=== block 1 ===
### Wire density map, block 1

Scale bar: 20 µm. 13 x 16 tiles, from dark purple (low) to yellow (high), scaled to the fullest tile. Values are wire area over tile area, all layers added.
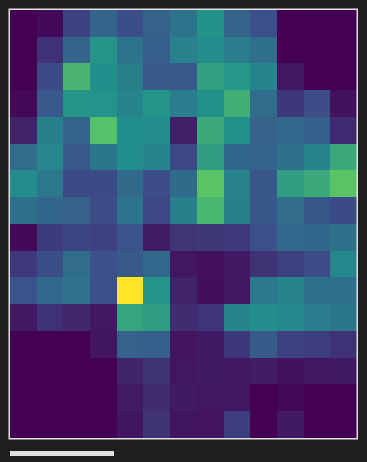

### src/rtl/async_ctrl_pkg.sv
// async_ctrl_pkg
//   Shared types and helpers for the clocked async_ctrl stages.
//   - split_state_t : FSM states of the fork stage (IDLE, WAIT)
//   - SPLIT_MAX_OUT : upper limit on the number of fork outputs
//   - split_cnt_w   : watchdog counter width for a given cycle limit
package async_ctrl_pkg;

  typedef enum logic [0:0] {
    IDLE = 1'b0,
    WAIT = 1'b1
  } split_state_t;

  localparam int SPLIT_MAX_OUT = 16;

  // clog2-based width, never narrower than one bit
  function automatic int split_cnt_w(input int limit);
    int w;
    w = $clog2(limit);
    return (w < 1) ? 1 : w;
  endfunction

endpackage

### src/rtl/sync_wait_split_if.sv
// sync_wait_split_if
//   Handshake bundle of the fork stage.
//   Upstream side : i_drive, i_data  -> o_free
//   Downstream    : o_driveNext, o_data -> i_freeNext
//   Status        : o_busy, o_overrun, o_timeout
//   modport slave  : the fork stage itself
//   modport master : the environment driving the fork stage
interface sync_wait_split_if #(
  parameter int NUM_OUT = 4,
  parameter int DATA_W  = 8
);
  logic                      i_drive;
  logic [NUM_OUT*DATA_W-1:0] i_data;
  logic                      o_free;
  logic [NUM_OUT-1:0]        o_driveNext;
  logic [NUM_OUT*DATA_W-1:0] o_data;
  logic [NUM_OUT-1:0]        i_freeNext;
  logic                      o_busy;
  logic                      o_overrun;
  logic                      o_timeout;

  modport slave (
    input  i_drive, i_data, i_freeNext,
    output o_free, o_driveNext, o_data, o_busy, o_overrun, o_timeout
  );

  modport master (
    output i_drive, i_data, i_freeNext,
    input  o_free, o_driveNext, o_data, o_busy, o_overrun, o_timeout
  );
endinterface

### src/rtl/split_free_tracker.sv
// split_free_tracker
//   Holds the mask of channels whose free is still outstanding.
//   clk, rst  : clock, asynchronous active-high reset
//   load      : set every channel pending (new transaction issued)
//   clr_en    : frees are honoured only while this is high (FSM in WAIT)
//   free_next : per-channel free pulses
//   all_clear : no channel would remain pending after this cycle's frees
module split_free_tracker #(
  parameter int NUM_OUT = 4
) (
  input  logic               clk,
  input  logic               rst,
  input  logic               load,
  input  logic               clr_en,
  input  logic [NUM_OUT-1:0] free_next,
  output logic               all_clear
);

  logic [NUM_OUT-1:0] pending_r;
  logic [NUM_OUT-1:0] remain_s;

  // Channels still outstanding once this cycle's frees are applied;
  // a repeated free on a cleared channel has nothing left to clear.
  always_comb begin
    remain_s = pending_r & ~free_next;
  end

  // Pending mask register: load wins over clearing
  always_ff @(posedge clk or posedge rst) begin
    if (rst) begin
      pending_r <= {NUM_OUT{1'b0}};
    end else if (load) begin
      pending_r <= {NUM_OUT{1'b1}};
    end else if (clr_en) begin
      pending_r <= remain_s;
    end else begin
      pending_r <= pending_r;
    end
  end

  assign all_clear = (remain_s == {NUM_OUT{1'b0}});

endmodule

### src/rtl/sync_wait_split.sv
// sync_wait_split
//   Clocked fork stage: one upstream drive is registered and fanned out as
//   a drive pulse to every consumer; a single upstream free is returned once
//   every consumer has freed.
//   clk : clock, rising edge
//   rst : asynchronous active-high reset
//   bus : sync_wait_split_if.slave (drive/data in, per-channel drive/data
//         out, per-channel free in, free out, busy/overrun/timeout status)
//   Optional feature: define SPLIT_TIMEOUT_EN to build the WAIT watchdog
//   (sticky o_timeout after TIMEOUT_CYCLES-1 WAIT cycles); otherwise
//   o_timeout is tied low.
module sync_wait_split
  import async_ctrl_pkg::*;
#(
  parameter int NUM_OUT        = 4,
  parameter int DATA_W         = 8,
  parameter int TIMEOUT_CYCLES = 1024
) (
  input  logic               clk,
  input  logic               rst,
  sync_wait_split_if.slave   bus
);

  if (NUM_OUT < 2 || NUM_OUT > SPLIT_MAX_OUT || TIMEOUT_CYCLES < 2) begin : g_param_check
    $error("sync_wait_split: parameter out of range");
  end

  split_state_t              state_r;
  split_state_t              next_state_s;
  logic                      load_s;
  logic                      release_s;
  logic                      all_clear_s;
  logic [NUM_OUT*DATA_W-1:0] data_r;
  logic [NUM_OUT-1:0]        drive_next_r;
  logic                      free_r;
  logic                      busy_r;
  logic                      overrun_r;

  split_free_tracker #(.NUM_OUT(NUM_OUT)) u_tracker (
    .clk       (clk),
    .rst       (rst),
    .load      (load_s),
    .clr_en    (state_r == WAIT),
    .free_next (bus.i_freeNext),
    .all_clear (all_clear_s)
  );

  // FSM state register
  always_ff @(posedge clk or posedge rst) begin
    if (rst) begin
      state_r <= IDLE;
    end else begin
      state_r <= next_state_s;
    end
  end

  // Next-state logic: accept a drive in IDLE, release once all channels freed
  always_comb begin
    next_state_s = state_r;
    load_s       = 1'b0;
    release_s    = 1'b0;
    case (state_r)
      IDLE: begin
        if (bus.i_drive) begin
          load_s       = 1'b1;
          next_state_s = WAIT;
        end else begin
          next_state_s = IDLE;
        end
      end
      WAIT: begin
        if (all_clear_s) begin
          release_s    = 1'b1;
          next_state_s = IDLE;
        end else begin
          next_state_s = WAIT;
        end
      end
      default: begin
        next_state_s = IDLE;
      end
    endcase
  end

  // Data register, handshake pulses and sticky overrun flag
  always_ff @(posedge clk or posedge rst) begin
    if (rst) begin
      data_r       <= {(NUM_OUT*DATA_W){1'b0}};
      drive_next_r <= {NUM_OUT{1'b0}};
      free_r       <= 1'b0;
      busy_r       <= 1'b0;
      overrun_r    <= 1'b0;
    end else begin
      if (load_s) begin
        data_r <= bus.i_data;
      end else begin
        data_r <= data_r;
      end
      drive_next_r <= load_s ? {NUM_OUT{1'b1}} : {NUM_OUT{1'b0}};
      free_r       <= release_s;
      busy_r       <= (next_state_s == WAIT);
      // a drive while a transaction is outstanding is dropped but remembered
      overrun_r    <= overrun_r | ((state_r == WAIT) & bus.i_drive);
    end
  end

  assign bus.o_data      = data_r;
  assign bus.o_driveNext = drive_next_r;
  assign bus.o_free      = free_r;
  assign bus.o_busy      = busy_r;
  assign bus.o_overrun   = overrun_r;

`ifdef SPLIT_TIMEOUT_EN
  localparam int               CNT_W    = split_cnt_w(TIMEOUT_CYCLES);
  localparam logic [CNT_W-1:0] CNT_LAST = CNT_W'(TIMEOUT_CYCLES - 1);
  localparam logic [CNT_W-1:0] CNT_PREV = CNT_W'(TIMEOUT_CYCLES - 2);

  logic [CNT_W-1:0] wd_cnt_r;
  logic             timeout_r;

  // Watchdog: counts WAIT cycles, saturates, flags when the limit is reached
  always_ff @(posedge clk or posedge rst) begin
    if (rst) begin
      wd_cnt_r  <= {CNT_W{1'b0}};
      timeout_r <= 1'b0;
    end else if (load_s) begin
      wd_cnt_r  <= {CNT_W{1'b0}};
      timeout_r <= timeout_r;
    end else if (state_r == WAIT) begin
      if (wd_cnt_r != CNT_LAST) begin
        wd_cnt_r <= wd_cnt_r + {{(CNT_W-1){1'b0}}, 1'b1};
      end else begin
        wd_cnt_r <= wd_cnt_r;
      end
      // flag raised on the same edge the counter reaches its last value
      timeout_r <= timeout_r | (wd_cnt_r == CNT_PREV);
    end else begin
      wd_cnt_r  <= wd_cnt_r;
      timeout_r <= timeout_r;
    end
  end

  assign bus.o_timeout = timeout_r;
`else
  assign bus.o_timeout = 1'b0;
`endif

endmodule

### src/flat_wrapper.sv
// flat-port wrapper written by rule: the top's interface ports become plain ports
module sync_wait_split_flat import async_ctrl_pkg::*;
#(
  parameter int NUM_OUT        = 4,
  parameter int DATA_W         = 8,
  parameter int TIMEOUT_CYCLES = 1024
)
  (clk, rst, bus_i_drive, bus_i_data, bus_i_freeNext, bus_o_free, bus_o_driveNext, bus_o_data, bus_o_busy, bus_o_overrun, bus_o_timeout);
  sync_wait_split_if #(.NUM_OUT(NUM_OUT), .DATA_W(DATA_W)) bus_i ();
  input  logic clk;
  input  logic rst;
  input wire logic [$bits(bus_i.i_drive)-1:0] bus_i_drive;
  input wire logic [$bits(bus_i.i_data)-1:0] bus_i_data;
  input wire logic [$bits(bus_i.i_freeNext)-1:0] bus_i_freeNext;
  output wire logic [$bits(bus_i.o_free)-1:0] bus_o_free;
  output wire logic [$bits(bus_i.o_driveNext)-1:0] bus_o_driveNext;
  output wire logic [$bits(bus_i.o_data)-1:0] bus_o_data;
  output wire logic [$bits(bus_i.o_busy)-1:0] bus_o_busy;
  output wire logic [$bits(bus_i.o_overrun)-1:0] bus_o_overrun;
  output wire logic [$bits(bus_i.o_timeout)-1:0] bus_o_timeout;
  assign bus_i.i_drive = bus_i_drive;
  assign bus_i.i_data = bus_i_data;
  assign bus_i.i_freeNext = bus_i_freeNext;
  assign bus_o_free = bus_i.o_free;
  assign bus_o_driveNext = bus_i.o_driveNext;
  assign bus_o_data = bus_i.o_data;
  assign bus_o_busy = bus_i.o_busy;
  assign bus_o_overrun = bus_i.o_overrun;
  assign bus_o_timeout = bus_i.o_timeout;
  sync_wait_split #(.NUM_OUT(NUM_OUT), .DATA_W(DATA_W), .TIMEOUT_CYCLES(TIMEOUT_CYCLES)) u_core (.clk(clk), .rst(rst), .bus(bus_i));
endmodule
### config.mk
export PLATFORM = sky130hd
export DESIGN_NAME = sync_wait_split_flat
export DESIGN_NICKNAME = d
export VERILOG_FILES = /design/src/rtl/async_ctrl_pkg.sv /design/src/rtl/sync_wait_split_if.sv /design/src/rtl/split_free_tracker.sv /design/src/rtl/sync_wait_split.sv /design/src/flat_wrapper.sv
export SDC_FILE = /design/constraint.sdc
export NUM_CORES = 1
export LEC_CHECK = 0
export CELL_PAD_IN_SITES_DETAIL_PLACEMENT = 0
export CELL_PAD_IN_SITES_GLOBAL_PLACEMENT = 1
export CORE_ASPECT_RATIO = 1.25
export CORE_MARGIN = 2
export CORE_UTILIZATION = 34
export CTS_BUF_LIST = sky130_fd_sc_hd__clkbuf_16
export DETAILED_ROUTE_END_ITERATION = 10
export PLACE_DENSITY = 0.91
export SETUP_SLACK_MARGIN = 0.02
export SLEW_MARGIN = 20
export SYNTH_ARGS = -nofsm -noshare
export SYNTH_HDL_FRONTEND = slang
export SYNTH_SLANG_ARGS = --single-unit
### constraint.sdc
create_clock -name clk -period 3.4 [get_ports clk]
set_input_delay 0.51 -clock clk [delete_from_list [all_inputs] [get_ports clk]]
set_output_delay 0.51 -clock clk [all_outputs]
set_load 0.02 [all_outputs]
=== block 2 ===
## config.mk

```make
export PLATFORM = sky130hd
export DESIGN_NAME = k12a_rom_ctrl
export DESIGN_NICKNAME = d
export VERILOG_FILES = /design/src/rtl/k12a_rom_ctrl.sv
export SDC_FILE = /design/constraint.sdc
export NUM_CORES = 1
export LEC_CHECK = 0
export ABC_CLOCK_PERIOD_IN_PS = 2210
export CAP_MARGIN = 10
export CORE_MARGIN = 2
export CORE_UTILIZATION = 30
export CTS_BUF_LIST = sky130_fd_sc_hd__clkbuf_8
export DETAILED_ROUTE_END_ITERATION = 6
export PLACE_DENSITY = 0.58
export SYNTH_ARGS = -nofsm -noshare
export SYNTH_HDL_FRONTEND = slang
export SYNTH_SLANG_ARGS = --single-unit
```

## constraint.sdc

```tcl
create_clock -name clock -period 2.21 [get_ports clock]
set_input_delay 0.3315 -clock clock [delete_from_list [all_inputs] [get_ports clock]]
set_output_delay 0.3315 -clock clock [all_outputs]
set_load 0.1 [all_outputs]
```

## src/rtl/k12a_rom_ctrl.sv

```systemverilog
// -----------------------------------------------------------------------------
// k12a_rom_ctrl
// Read sequencer and two-port arbiter for a 28256 (32 KiB) asynchronous EEPROM.
// Fetch and data requesters are granted one at a time. Each access runs
// IDLE -> SETUP -> READ (WAIT_CYCLES+1 cycles) -> RECOVER. The byte is sampled
// on the last READ cycle and is returned with a one-cycle ack in RECOVER.
// The ROM data bus is input-only here and is never driven.
//
// Build option:
//   K12A_ROM_CTRL_ROUND_ROBIN_EN  defined   : round-robin between fetch/data
//                                 undefined : fixed priority, fetch wins
//
// Ports:
//   clock       in   system clock, rising edge
//   reset_n     in   asynchronous active-low reset
//   fetch_req   in   fetch read request (level, held until fetch_ack)
//   fetch_addr  in   fetch byte address [14:0]
//   fetch_ack   out  one-cycle pulse, rdata valid for fetch
//   data_req    in   data read request (level, held until data_ack)
//   data_addr   in   data byte address [14:0]
//   data_ack    out  one-cycle pulse, rdata valid for data
//   rdata       out  last byte read [7:0], holds until next ack
//   busy        out  high whenever the sequencer is not idle
//   rom_addr    out  ROM address [14:0]
//   rom_data    in   ROM data bus [7:0]
//   rom_ce_n    out  ROM chip enable, active low
//   rom_oe_n    out  ROM output enable, active low
// -----------------------------------------------------------------------------
module k12a_rom_ctrl #(
  parameter int WAIT_CYCLES = 2
) (
  input  logic        clock,
  input  logic        reset_n,
  input  logic        fetch_req,
  input  logic [14:0] fetch_addr,
  output logic        fetch_ack,
  input  logic        data_req,
  input  logic [14:0] data_addr,
  output logic        data_ack,
  output logic [7:0]  rdata,
  output logic        busy,
  output logic [14:0] rom_addr,
  input  logic [7:0]  rom_data,
  output logic        rom_ce_n,
  output logic        rom_oe_n
);

  // state    | meaning
  // ---------+-------------------------------------------------------------
  // IDLE     | ROM deselected; arbitrate and latch address when a req is up
  // SETUP    | CE low, OE high; address settles; wait counter loaded
  // READ     | CE and OE low; counter runs down, byte sampled at zero
  // RECOVER  | ROM deselected; granted ack pulses with rdata valid
  typedef enum logic [1:0] {
    ST_IDLE    = 2'd0,
    ST_SETUP   = 2'd1,
    ST_READ    = 2'd2,
    ST_RECOVER = 2'd3
  } state_e;

  localparam logic [3:0] WAIT_LD = 4'(WAIT_CYCLES);

  state_e      state_q, state_d;
  logic [3:0]  cnt_q, cnt_d;
  logic        grant_q, grant_d;      // 0 = fetch, 1 = data
  logic [14:0] rom_addr_q, rom_addr_d;
  logic [7:0]  rdata_q, rdata_d;
  logic        fetch_ack_q, fetch_ack_d;
  logic        data_ack_q, data_ack_d;
  logic        busy_q, busy_d;
  logic        rom_ce_n_q, rom_ce_n_d;
  logic        rom_oe_n_q, rom_oe_n_d;

  logic        req_any;
  logic        pick_data;
  logic        read_done;

  assign req_any   = fetch_req | data_req;
  assign read_done = (state_q == ST_READ) && (cnt_q == 4'd0);

`ifdef K12A_ROM_CTRL_ROUND_ROBIN_EN
  logic last_q, last_d;               // last grant: 0 = fetch, 1 = data

  // With both requesting, serve whichever port was not served last.
  assign pick_data = data_req & (~fetch_req | ~last_q);

  always_comb begin
    last_d = last_q;
    if ((state_q == ST_IDLE) && req_any) begin
      last_d = pick_data;
    end
  end

  // Pointer starts at data so the first contested grant goes to fetch.
  always_ff @(posedge clock or negedge reset_n) begin
    if (!reset_n) begin
      last_q <= 1'b1;
    end else begin
      last_q <= last_d;
    end
  end
`else
  // Fixed priority: fetch always wins a contested cycle.
  assign pick_data = data_req & ~fetch_req;
`endif

  // ---------------------------------------------------------------------------
  // State register
  // ---------------------------------------------------------------------------
  always_ff @(posedge clock or negedge reset_n) begin
    if (!reset_n) begin
      state_q <= ST_IDLE;
    end else begin
      state_q <= state_d;
    end
  end

  // ---------------------------------------------------------------------------
  // Next-state logic
  // ---------------------------------------------------------------------------
  always_comb begin
    state_d = state_q;
    case (state_q)
      ST_IDLE: begin
        if (req_any) begin
          state_d = ST_SETUP;
        end
      end
      ST_SETUP: begin
        state_d = ST_READ;
      end
      ST_READ: begin
        if (cnt_q == 4'd0) begin
          state_d = ST_RECOVER;
        end
      end
      ST_RECOVER: begin
        state_d = ST_IDLE;
      end
      default: begin
        state_d = ST_IDLE;
      end
    endcase
  end

  // ---------------------------------------------------------------------------
  // Output / datapath next values. Strobes are derived from state_d so that
  // every output comes straight from a flop and tracks the state it belongs to.
  // ---------------------------------------------------------------------------
  always_comb begin
    cnt_d       = cnt_q;
    grant_d     = grant_q;
    rom_addr_d  = rom_addr_q;
    rdata_d     = rdata_q;
    fetch_ack_d = 1'b0;
    data_ack_d  = 1'b0;

    if ((state_q == ST_IDLE) && req_any) begin
      grant_d    = pick_data;
      rom_addr_d = pick_data ? data_addr : fetch_addr;
    end

    if (state_q == ST_SETUP) begin
      cnt_d = WAIT_LD;
    end else if ((state_q == ST_READ) && (cnt_q != 4'd0)) begin
      cnt_d = cnt_q - 4'd1;
    end

    if (read_done) begin
      rdata_d     = rom_data;
      fetch_ack_d = ~grant_q;
      data_ack_d  = grant_q;
    end

    rom_ce_n_d = ~((state_d == ST_SETUP) || (state_d == ST_READ));
    rom_oe_n_d = (state_d != ST_READ);
    busy_d     = (state_d != ST_IDLE);
  end

  // CE/OE flops reset high asynchronously, so a reset mid-access deselects
  // the ROM at once rather than at the next edge.
  always_ff @(posedge clock or negedge reset_n) begin
    if (!reset_n) begin
      cnt_q       <= 4'd0;
      grant_q     <= 1'b0;
      rom_addr_q  <= 15'd0;
      rdata_q     <= 8'd0;
      fetch_ack_q <= 1'b0;
      data_ack_q  <= 1'b0;
      busy_q      <= 1'b0;
      rom_ce_n_q  <= 1'b1;
      rom_oe_n_q  <= 1'b1;
    end else begin
      cnt_q       <= cnt_d;
      grant_q     <= grant_d;
      rom_addr_q  <= rom_addr_d;
      rdata_q     <= rdata_d;
      fetch_ack_q <= fetch_ack_d;
      data_ack_q  <= data_ack_d;
      busy_q      <= busy_d;
      rom_ce_n_q  <= rom_ce_n_d;
      rom_oe_n_q  <= rom_oe_n_d;
    end
  end

  assign fetch_ack = fetch_ack_q;
  assign data_ack  = data_ack_q;
  assign rdata     = rdata_q;
  assign busy      = busy_q;
  assign rom_addr  = rom_addr_q;
  assign rom_ce_n  = rom_ce_n_q;
  assign rom_oe_n  = rom_oe_n_q;

endmodule

```

=== block 3 ===
## config.mk

```make
export PLATFORM = sky130hd
export DESIGN_NAME = fft_pwr_peak
export DESIGN_NICKNAME = d
export VERILOG_FILES = /design/src/rtl/fft_pwr_pkg.sv /design/src/rtl/fft_pwr_sq_mac.sv /design/src/rtl/fft_pwr_peak.sv
export SDC_FILE = /design/constraint.sdc
export NUM_CORES = 2
export LEC_CHECK = 0
export ABC_AREA = 1
export CORE_MARGIN = 8
export CORE_UTILIZATION = 50
export CTS_CLUSTER_DIAMETER = 200
export DETAILED_ROUTE_END_ITERATION = 10
export HOLD_SLACK_MARGIN = 0.15
export PLACE_DENSITY_LB_ADDON = 0.2
export SYNTH_ARGS = -nofsm -noshare
export SYNTH_HDL_FRONTEND = slang
export SYNTH_HIERARCHICAL = 1
export SYNTH_SLANG_ARGS = --single-unit
```

## constraint.sdc

```tcl
create_clock -name i_aclk -period 8 [get_ports i_aclk]
set_input_delay 1.2 -clock i_aclk [delete_from_list [all_inputs] [get_ports i_aclk]]
set_output_delay 1.2 -clock i_aclk [all_outputs]
set_load 0.005 [all_outputs]
```

## src/rtl/fft_pwr_pkg.sv

```systemverilog
// Shared definitions for the FFT power / peak-search block.
//   LOG2_N_DEF, DW_DEF      : default FFT size (log2) and component width
//   DATA_RE_LSB/DATA_IM_LSB : bit positions of re/im inside the 64-bit beat
//   peak_state_e            : peak-search state encoding
package fft_pwr_pkg;

   localparam int LOG2_N_DEF  = 10;
   localparam int DW_DEF      = 27;
   localparam int DATA_RE_LSB = 0;
   localparam int DATA_IM_LSB = 32;

   typedef enum logic [1:0] {
      ST_IDLE = 2'd0,
      ST_ACC  = 2'd1,
      ST_DONE = 2'd2
   } peak_state_e;

endpackage

```

## src/rtl/fft_pwr_sq_mac.sv

```systemverilog
// Three-stage re^2 + im^2 pipeline with valid/last/index sideband.
//   i_aclk, i_rstn          : clock, async active-low reset
//   i_vld, i_last, i_idx    : input beat qualifier, frame end, bin index
//   i_re, i_im              : signed components
//   o_vld, o_last, o_idx    : sideband delayed by exactly 3 cycles
//   o_pwr                   : unsigned full-precision power
// Stage 1 registers the operands, stage 2 the two squares, stage 3 the sum.
// Valid/last advance every cycle so latency is fixed; data/index only load
// behind a valid beat, so bubbles never disturb held data.
module fft_pwr_sq_mac
   import fft_pwr_pkg::*;
#(
   parameter int DW = DW_DEF,
   parameter int PW = 2*DW+1,
   parameter int IW = LOG2_N_DEF
) (
   input  logic                 i_aclk,
   input  logic                 i_rstn,
   input  logic                 i_vld,
   input  logic                 i_last,
   input  logic signed [DW-1:0] i_re,
   input  logic signed [DW-1:0] i_im,
   input  logic [IW-1:0]        i_idx,
   output logic                 o_vld,
   output logic                 o_last,
   output logic [PW-1:0]        o_pwr,
   output logic [IW-1:0]        o_idx
);

   localparam int PDW = 2*DW;

   logic                 s1_vld_q, s1_vld_d, s1_last_q, s1_last_d;
   logic signed [DW-1:0] s1_re_q, s1_re_d, s1_im_q, s1_im_d;
   logic [IW-1:0]        s1_idx_q, s1_idx_d;

   logic                 s2_vld_q, s2_vld_d, s2_last_q, s2_last_d;
   logic [PDW-1:0]       s2_sq_re_q, s2_sq_re_d, s2_sq_im_q, s2_sq_im_d;
   logic [IW-1:0]        s2_idx_q, s2_idx_d;

   logic                 s3_vld_q, s3_vld_d, s3_last_q, s3_last_d;
   logic [PW-1:0]        s3_pwr_q, s3_pwr_d;
   logic [IW-1:0]        s3_idx_q, s3_idx_d;

   always_comb begin
      s1_vld_d   = i_vld;
      s1_last_d  = i_vld & i_last;
      s1_re_d    = s1_re_q;
      s1_im_d    = s1_im_q;
      s1_idx_d   = s1_idx_q;
      if (i_vld) begin
         s1_re_d  = i_re;
         s1_im_d  = i_im;
         s1_idx_d = i_idx;
      end

      s2_vld_d   = s1_vld_q;
      s2_last_d  = s1_last_q;
      s2_sq_re_d = s2_sq_re_q;
      s2_sq_im_d = s2_sq_im_q;
      s2_idx_d   = s2_idx_q;
      if (s1_vld_q) begin
         // Operands widened (sign-extended) first so the square keeps all bits.
         s2_sq_re_d = PDW'(PDW'(s1_re_q) * PDW'(s1_re_q));
         s2_sq_im_d = PDW'(PDW'(s1_im_q) * PDW'(s1_im_q));
         s2_idx_d   = s1_idx_q;
      end

      s3_vld_d   = s2_vld_q;
      s3_last_d  = s2_last_q;
      s3_pwr_d   = s3_pwr_q;
      s3_idx_d   = s3_idx_q;
      if (s2_vld_q) begin
         s3_pwr_d = PW'(s2_sq_re_q) + PW'(s2_sq_im_q);
         s3_idx_d = s2_idx_q;
      end
   end

   always_ff @(posedge i_aclk or negedge i_rstn) begin
      if (!i_rstn) begin
         s1_vld_q   <= 1'b0;
         s1_last_q  <= 1'b0;
         s1_re_q    <= '0;
         s1_im_q    <= '0;
         s1_idx_q   <= '0;
         s2_vld_q   <= 1'b0;
         s2_last_q  <= 1'b0;
         s2_sq_re_q <= '0;
         s2_sq_im_q <= '0;
         s2_idx_q   <= '0;
         s3_vld_q   <= 1'b0;
         s3_last_q  <= 1'b0;
         s3_pwr_q   <= '0;
         s3_idx_q   <= '0;
      end else begin
         s1_vld_q   <= s1_vld_d;
         s1_last_q  <= s1_last_d;
         s1_re_q    <= s1_re_d;
         s1_im_q    <= s1_im_d;
         s1_idx_q   <= s1_idx_d;
         s2_vld_q   <= s2_vld_d;
         s2_last_q  <= s2_last_d;
         s2_sq_re_q <= s2_sq_re_d;
         s2_sq_im_q <= s2_sq_im_d;
         s2_idx_q   <= s2_idx_d;
         s3_vld_q   <= s3_vld_d;
         s3_last_q  <= s3_last_d;
         s3_pwr_q   <= s3_pwr_d;
         s3_idx_q   <= s3_idx_d;
      end
   end

   assign o_vld  = s3_vld_q;
   assign o_last = s3_last_q;
   assign o_pwr  = s3_pwr_q;
   assign o_idx  = s3_idx_q;

endmodule

```

## src/rtl/fft_pwr_peak.sv

```systemverilog
// FFT bin power stream plus per-frame peak search.
//   i_aclk, i_rstn            : clock, async active-low reset
//   i_axi4s_data_*            : FFT output beats (no backpressure)
//                               tdata re=[DW-1:0], im=[32+DW-1:32]; tuser bin index
//   o_pwr_*                   : per-bin power, 3 cycles after the input beat
//   o_peak_vld/idx/pwr        : 1-cycle pulse after the frame's last power beat;
//                               idx/pwr hold until the next pulse
// Build option: FFT_PEAK_DC_EXCLUDE_EN removes bin 0 from the peak search.
//
// state   | meaning
// --------+-------------------------------------------------------------
// IDLE    | no frame open; next valid power beat starts a frame
// ACC     | frame open, running peak being updated
// DONE    | one cycle, o_peak_vld high; a new frame may start here
module fft_pwr_peak
   import fft_pwr_pkg::*;
#(
   parameter int LOG2_N = LOG2_N_DEF,
   parameter int DW     = DW_DEF,
   parameter int PW     = 2*DW+1
) (
   input  logic              i_aclk,
   input  logic              i_rstn,
   input  logic              i_axi4s_data_tvalid,
   input  logic [63:0]       i_axi4s_data_tdata,
   input  logic              i_axi4s_data_tlast,
   input  logic [15:0]       i_axi4s_data_tuser,
   output logic              o_pwr_tvalid,
   output logic [PW-1:0]     o_pwr_tdata,
   output logic              o_pwr_tlast,
   output logic [LOG2_N-1:0] o_pwr_tindex,
   output logic              o_peak_vld,
   output logic [LOG2_N-1:0] o_peak_idx,
   output logic [PW-1:0]     o_peak_pwr
);

   logic signed [DW-1:0] in_re, in_im;
   logic [LOG2_N-1:0]    in_idx;
   logic                 unused_bits;

   assign in_re       = i_axi4s_data_tdata[DATA_RE_LSB +: DW];
   assign in_im       = i_axi4s_data_tdata[DATA_IM_LSB +: DW];
   assign in_idx      = i_axi4s_data_tuser[LOG2_N-1:0];
   assign unused_bits = ^{i_axi4s_data_tdata, i_axi4s_data_tuser};

   logic              pwr_vld, pwr_last;
   logic [PW-1:0]     pwr_data;
   logic [LOG2_N-1:0] pwr_idx;

   fft_pwr_sq_mac #(
      .DW (DW),
      .PW (PW),
      .IW (LOG2_N)
   ) u_sq_mac (
      .i_aclk (i_aclk),
      .i_rstn (i_rstn),
      .i_vld  (i_axi4s_data_tvalid),
      .i_last (i_axi4s_data_tlast),
      .i_re   (in_re),
      .i_im   (in_im),
      .i_idx  (in_idx),
      .o_vld  (pwr_vld),
      .o_last (pwr_last),
      .o_pwr  (pwr_data),
      .o_idx  (pwr_idx)
   );

   peak_state_e       state_q, state_d;
   logic [PW-1:0]     run_pwr_q, run_pwr_d, peak_pwr_q, peak_pwr_d;
   logic [LOG2_N-1:0] run_idx_q, run_idx_d, peak_idx_q, peak_idx_d;

   logic              new_frame, bin_eligible;
   logic [PW-1:0]     base_pwr, cand_pwr;
   logic [LOG2_N-1:0] base_idx, cand_idx;

   // Only the lower half of the spectrum is searched (real-input symmetry).
`ifdef FFT_PEAK_DC_EXCLUDE_EN
   assign bin_eligible = !pwr_idx[LOG2_N-1] && (pwr_idx != '0);
`else
   assign bin_eligible = !pwr_idx[LOG2_N-1];
`endif

   always_comb begin
      state_d    = state_q;
      run_pwr_d  = run_pwr_q;
      run_idx_d  = run_idx_q;
      peak_pwr_d = peak_pwr_q;
      peak_idx_d = peak_idx_q;

      // Outside ACC every beat opens a frame; inside ACC an index-0 beat
      // means the previous frame lost its tlast and is abandoned.
      new_frame = (state_q != ST_ACC) || (pwr_idx == '0);
      base_pwr  = new_frame ? '0 : run_pwr_q;
      base_idx  = new_frame ? '0 : run_idx_q;

      // Strict compare: on a tie the earlier (lower) bin is kept.
      if (bin_eligible && (pwr_data > base_pwr)) begin
         cand_pwr = pwr_data;
         cand_idx = pwr_idx;
      end else begin
         cand_pwr = base_pwr;
         cand_idx = base_idx;
      end

      case (state_q)
         ST_IDLE, ST_DONE: begin
            if (pwr_vld) state_d = pwr_last ? ST_DONE : ST_ACC;
            else         state_d = ST_IDLE;
         end
         ST_ACC: begin
            if (pwr_vld && pwr_last) state_d = ST_DONE;
         end
         default: state_d = ST_IDLE;
      endcase

      if (pwr_vld) begin
         run_pwr_d = cand_pwr;
         run_idx_d = cand_idx;
         if (pwr_last) begin
            peak_pwr_d = cand_pwr;
            peak_idx_d = cand_idx;
         end
      end
   end

   always_ff @(posedge i_aclk or negedge i_rstn) begin
      if (!i_rstn) begin
         state_q    <= ST_IDLE;
         run_pwr_q  <= '0;
         run_idx_q  <= '0;
         peak_pwr_q <= '0;
         peak_idx_q <= '0;
      end else begin
         state_q    <= state_d;
         run_pwr_q  <= run_pwr_d;
         run_idx_q  <= run_idx_d;
         peak_pwr_q <= peak_pwr_d;
         peak_idx_q <= peak_idx_d;
      end
   end

   assign o_pwr_tvalid = pwr_vld;
   assign o_pwr_tdata  = pwr_data;
   assign o_pwr_tlast  = pwr_last;
   assign o_pwr_tindex = pwr_idx;
   assign o_peak_vld   = (state_q == ST_DONE);
   assign o_peak_idx   = peak_idx_q;
   assign o_peak_pwr   = peak_pwr_q;

endmodule
```

### Signal wires on met2, block 1

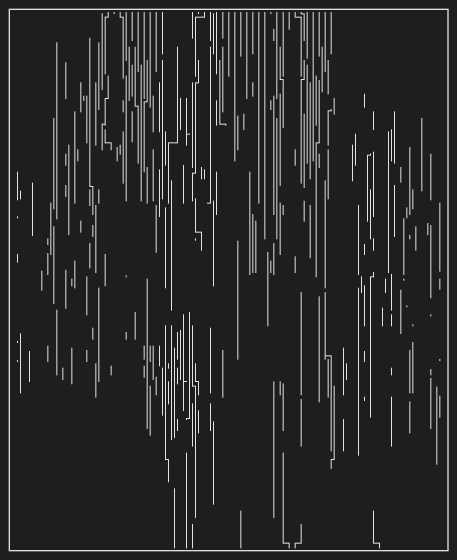
share of all routed wire = 55%
main direction = vertical
nets with wire on the layer = 204
wire length on this layer = 2,050 µm

### Clock routing, block 1

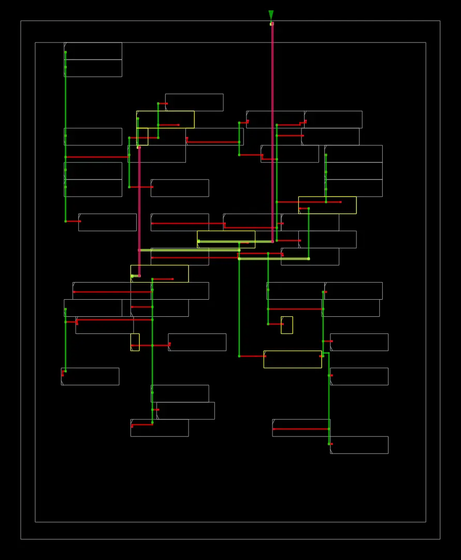
number of sequential cells: 40
CLK BUF: 5
Sink Count: 40
CTS Buf Count: 5
Clk Latency, worst-skew pair: 0.28 ns

Notes on 'Wire density map' of block 1 above:
mean over tiles = 0.11
tiles over half the peak = 11%
densest ninth of the die = top centre
fullest tile = 0.42
nearly empty tiles = 15%
emptiest ninth of the die = lower left
routed len/inst: 15.54 µm
total track usage: 13.73%
routed via count: 1,058
drt total wl: 3699 µm

==> flow_summary.json, block 1 <==
{
  "topCombFamilyByArea": "multiplexers",
  "r2r_end": "u_core.bus.o_data[0]$_DFFE_PP0P_",
  "grt_pass1_vias": 1142,
  "area_growth_pct": 54.87,
  "compound_area_share_pct": 3.148,
  "rows": 28,
  "ys.flop_type": "dfrtp_1",
  "tightest_slew_ns": 0.6558,
  "crit_path_end": "u_core.bus.o_data[0]$_DFFE_PP0P_",
  "synth_flops": 40,
  "finalSetupViolCount": 0,
  "status": "complete, no violations",
  "xor_share_pct": 0,
  "layout-drive-gt1-share_pct": 24.72,
  "r2r_setup_slack_ns": 1.65,
  "wl_met3_um": 189,
  "wl_met1_um": 1404,
  "instances_no_fill": 238,
  "top_area_cell_class": "flip-flops and latches"
}
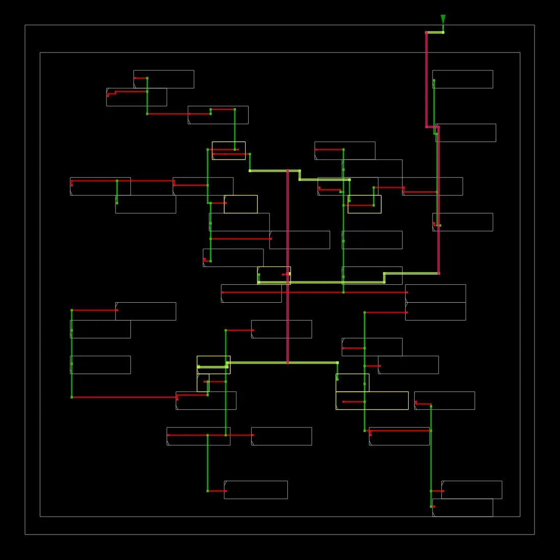
*Clock routing, block 2*
CLK BUF: 6
Sink Count: 35

==> flow_summary.json, block 2 <==
{
  "synth_seq_share_pct": 54.00,
  "top_layer": "met4",
  "worst-path-stages": 7,
  "place_inst": 259,
  "clk_latency_ns": 0.29,
  "yosys_warnings": 0,
  "top_cells_by_count": "dfrtp_1, a22o_1, ha_1, inv_1, mux2_4",
  "clockBufferDepth": 2,
  "core-area_um2": 5172,
  "min_delay_path_depth": 1,
  "rows": 26,
  "cp_slowest_cell": "dfrtp_1",
  "comb_area_share_pct": 27.51,
  "area_growth_pct": 49.62,
  "die_h_um": 77.64,
  "timing.final.crit_share_pct": 82.64,
  "cts_htree_levels": 2,
  "finalCriticalPeriod_ns": 1.826,
  "use_met3_pct": 4.884,
  "compound_area_share_pct": 19.31,
  "use_met1_pct": 17.90,
  "wl_met2_um": 1748,
  "most-common-layout-cells": "clkdlybuf4s50_1, dfrtp_1, buf_4, a22o_1",
  "buffers": 73,
  "cp.required_ns": 2.44,
  "drv_slew": 0,
  "status": "complete, no violations",
  "worst-path-max-fanout": 4,
  "crit_path_end": "rom_ce_n$_DFF_PN1_",
  "end_kind": "register",
  "topCombFamilyByArea": "AND-OR/OR-AND gates"
}
### M4 wires, block 3

Scale bar: 100 µm. Supply wires on this layer in grey. Cells faint in the background.
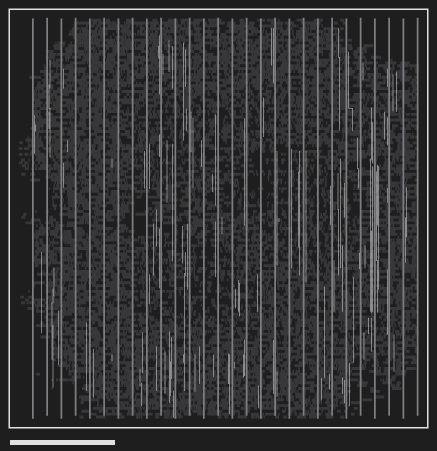
nets with wire on the layer = 99
wire length on this layer = 5,560 µm
share of all routed wire = 2.7%
longest straight run = 146 µm
drt total wl: 203,700 µm
routed via count: 57,030

### Met1 routing, block 3

Supply wires on this layer in grey.
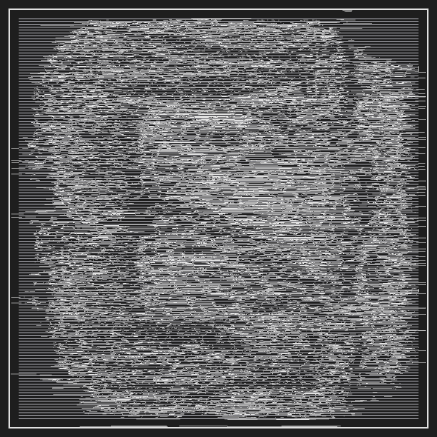
main direction = horizontal
share of all routed wire = 45%
longest straight run = 105 µm
nets with wire on the layer = 10,753
wire length on this layer = 91.0 mm
met1 Usage GRT: 37.30%

==> flow_summary.json, block 3 <==
{
  "status": "complete, no violations",
  "place_inst": 11270,
  "nClkBuffers": 67,
  "drv_slew": 0,
  "buffers": 303,
  "cts_root_buffer": "clkbuf_16",
  "cts_htree_levels": 2,
  "min_to": "u_sq_mac/s2_last_q$_DFF_PN0_",
  "grt_max_degree": 143,
  "seq_area_share_pct": 12.21,
  "num_io_pins": 217,
  "crit_top_cell": "fa_1",
  "synth_seq_share_pct": 13.19,
  "clockBufferDepth": 3,
  "top_layer": "met5",
  "placed_area_um2": 76790,
  "flop-count": 383,
  "compound_area_share_pct": 3.163,
  "wl_met3_um": 13460,
  "inverters": 2671,
  "final_antenna_net_count": 0,
  "grt_pass1_vias": 60480,
  "portBuffers": 200,
  "gp_congestion": 0.9817,
  "numCtsBuffers": 51,
  "largest_area_cell": "fa_1",
  "drtIter0Drc": 4045,
  "nMultiInputCombCells": 5995,
  "tightest_slew_ns": 1.225,
  "wl_met1_um": 91030,
  "finalCriticalPeriod_ns": 7.393
}

==> gallery <==
Metal 3.
image #1
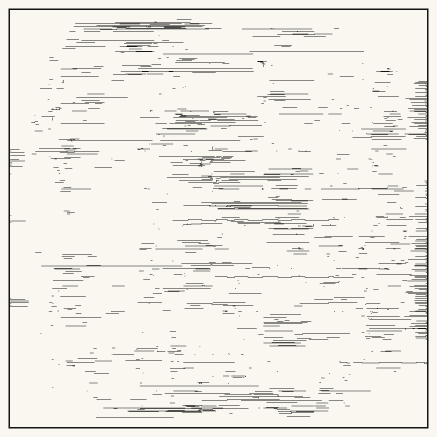
image #2
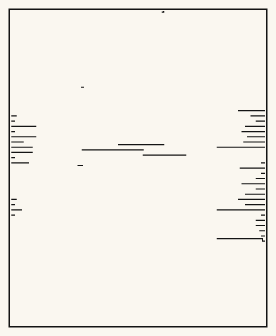
image #3
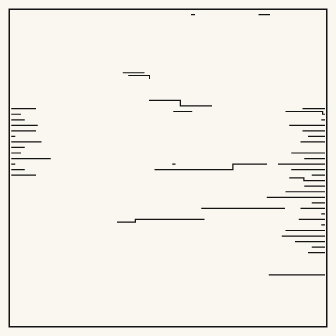
- block 2 = image #3
- block 3 = image #1
- block 1 = image #2

Key to image #3:
main direction = horizontal
longest straight run = 20.2 µm
share of all routed wire = 8.5%
wire length on this layer = 335 µm
nets with wire on the layer = 46


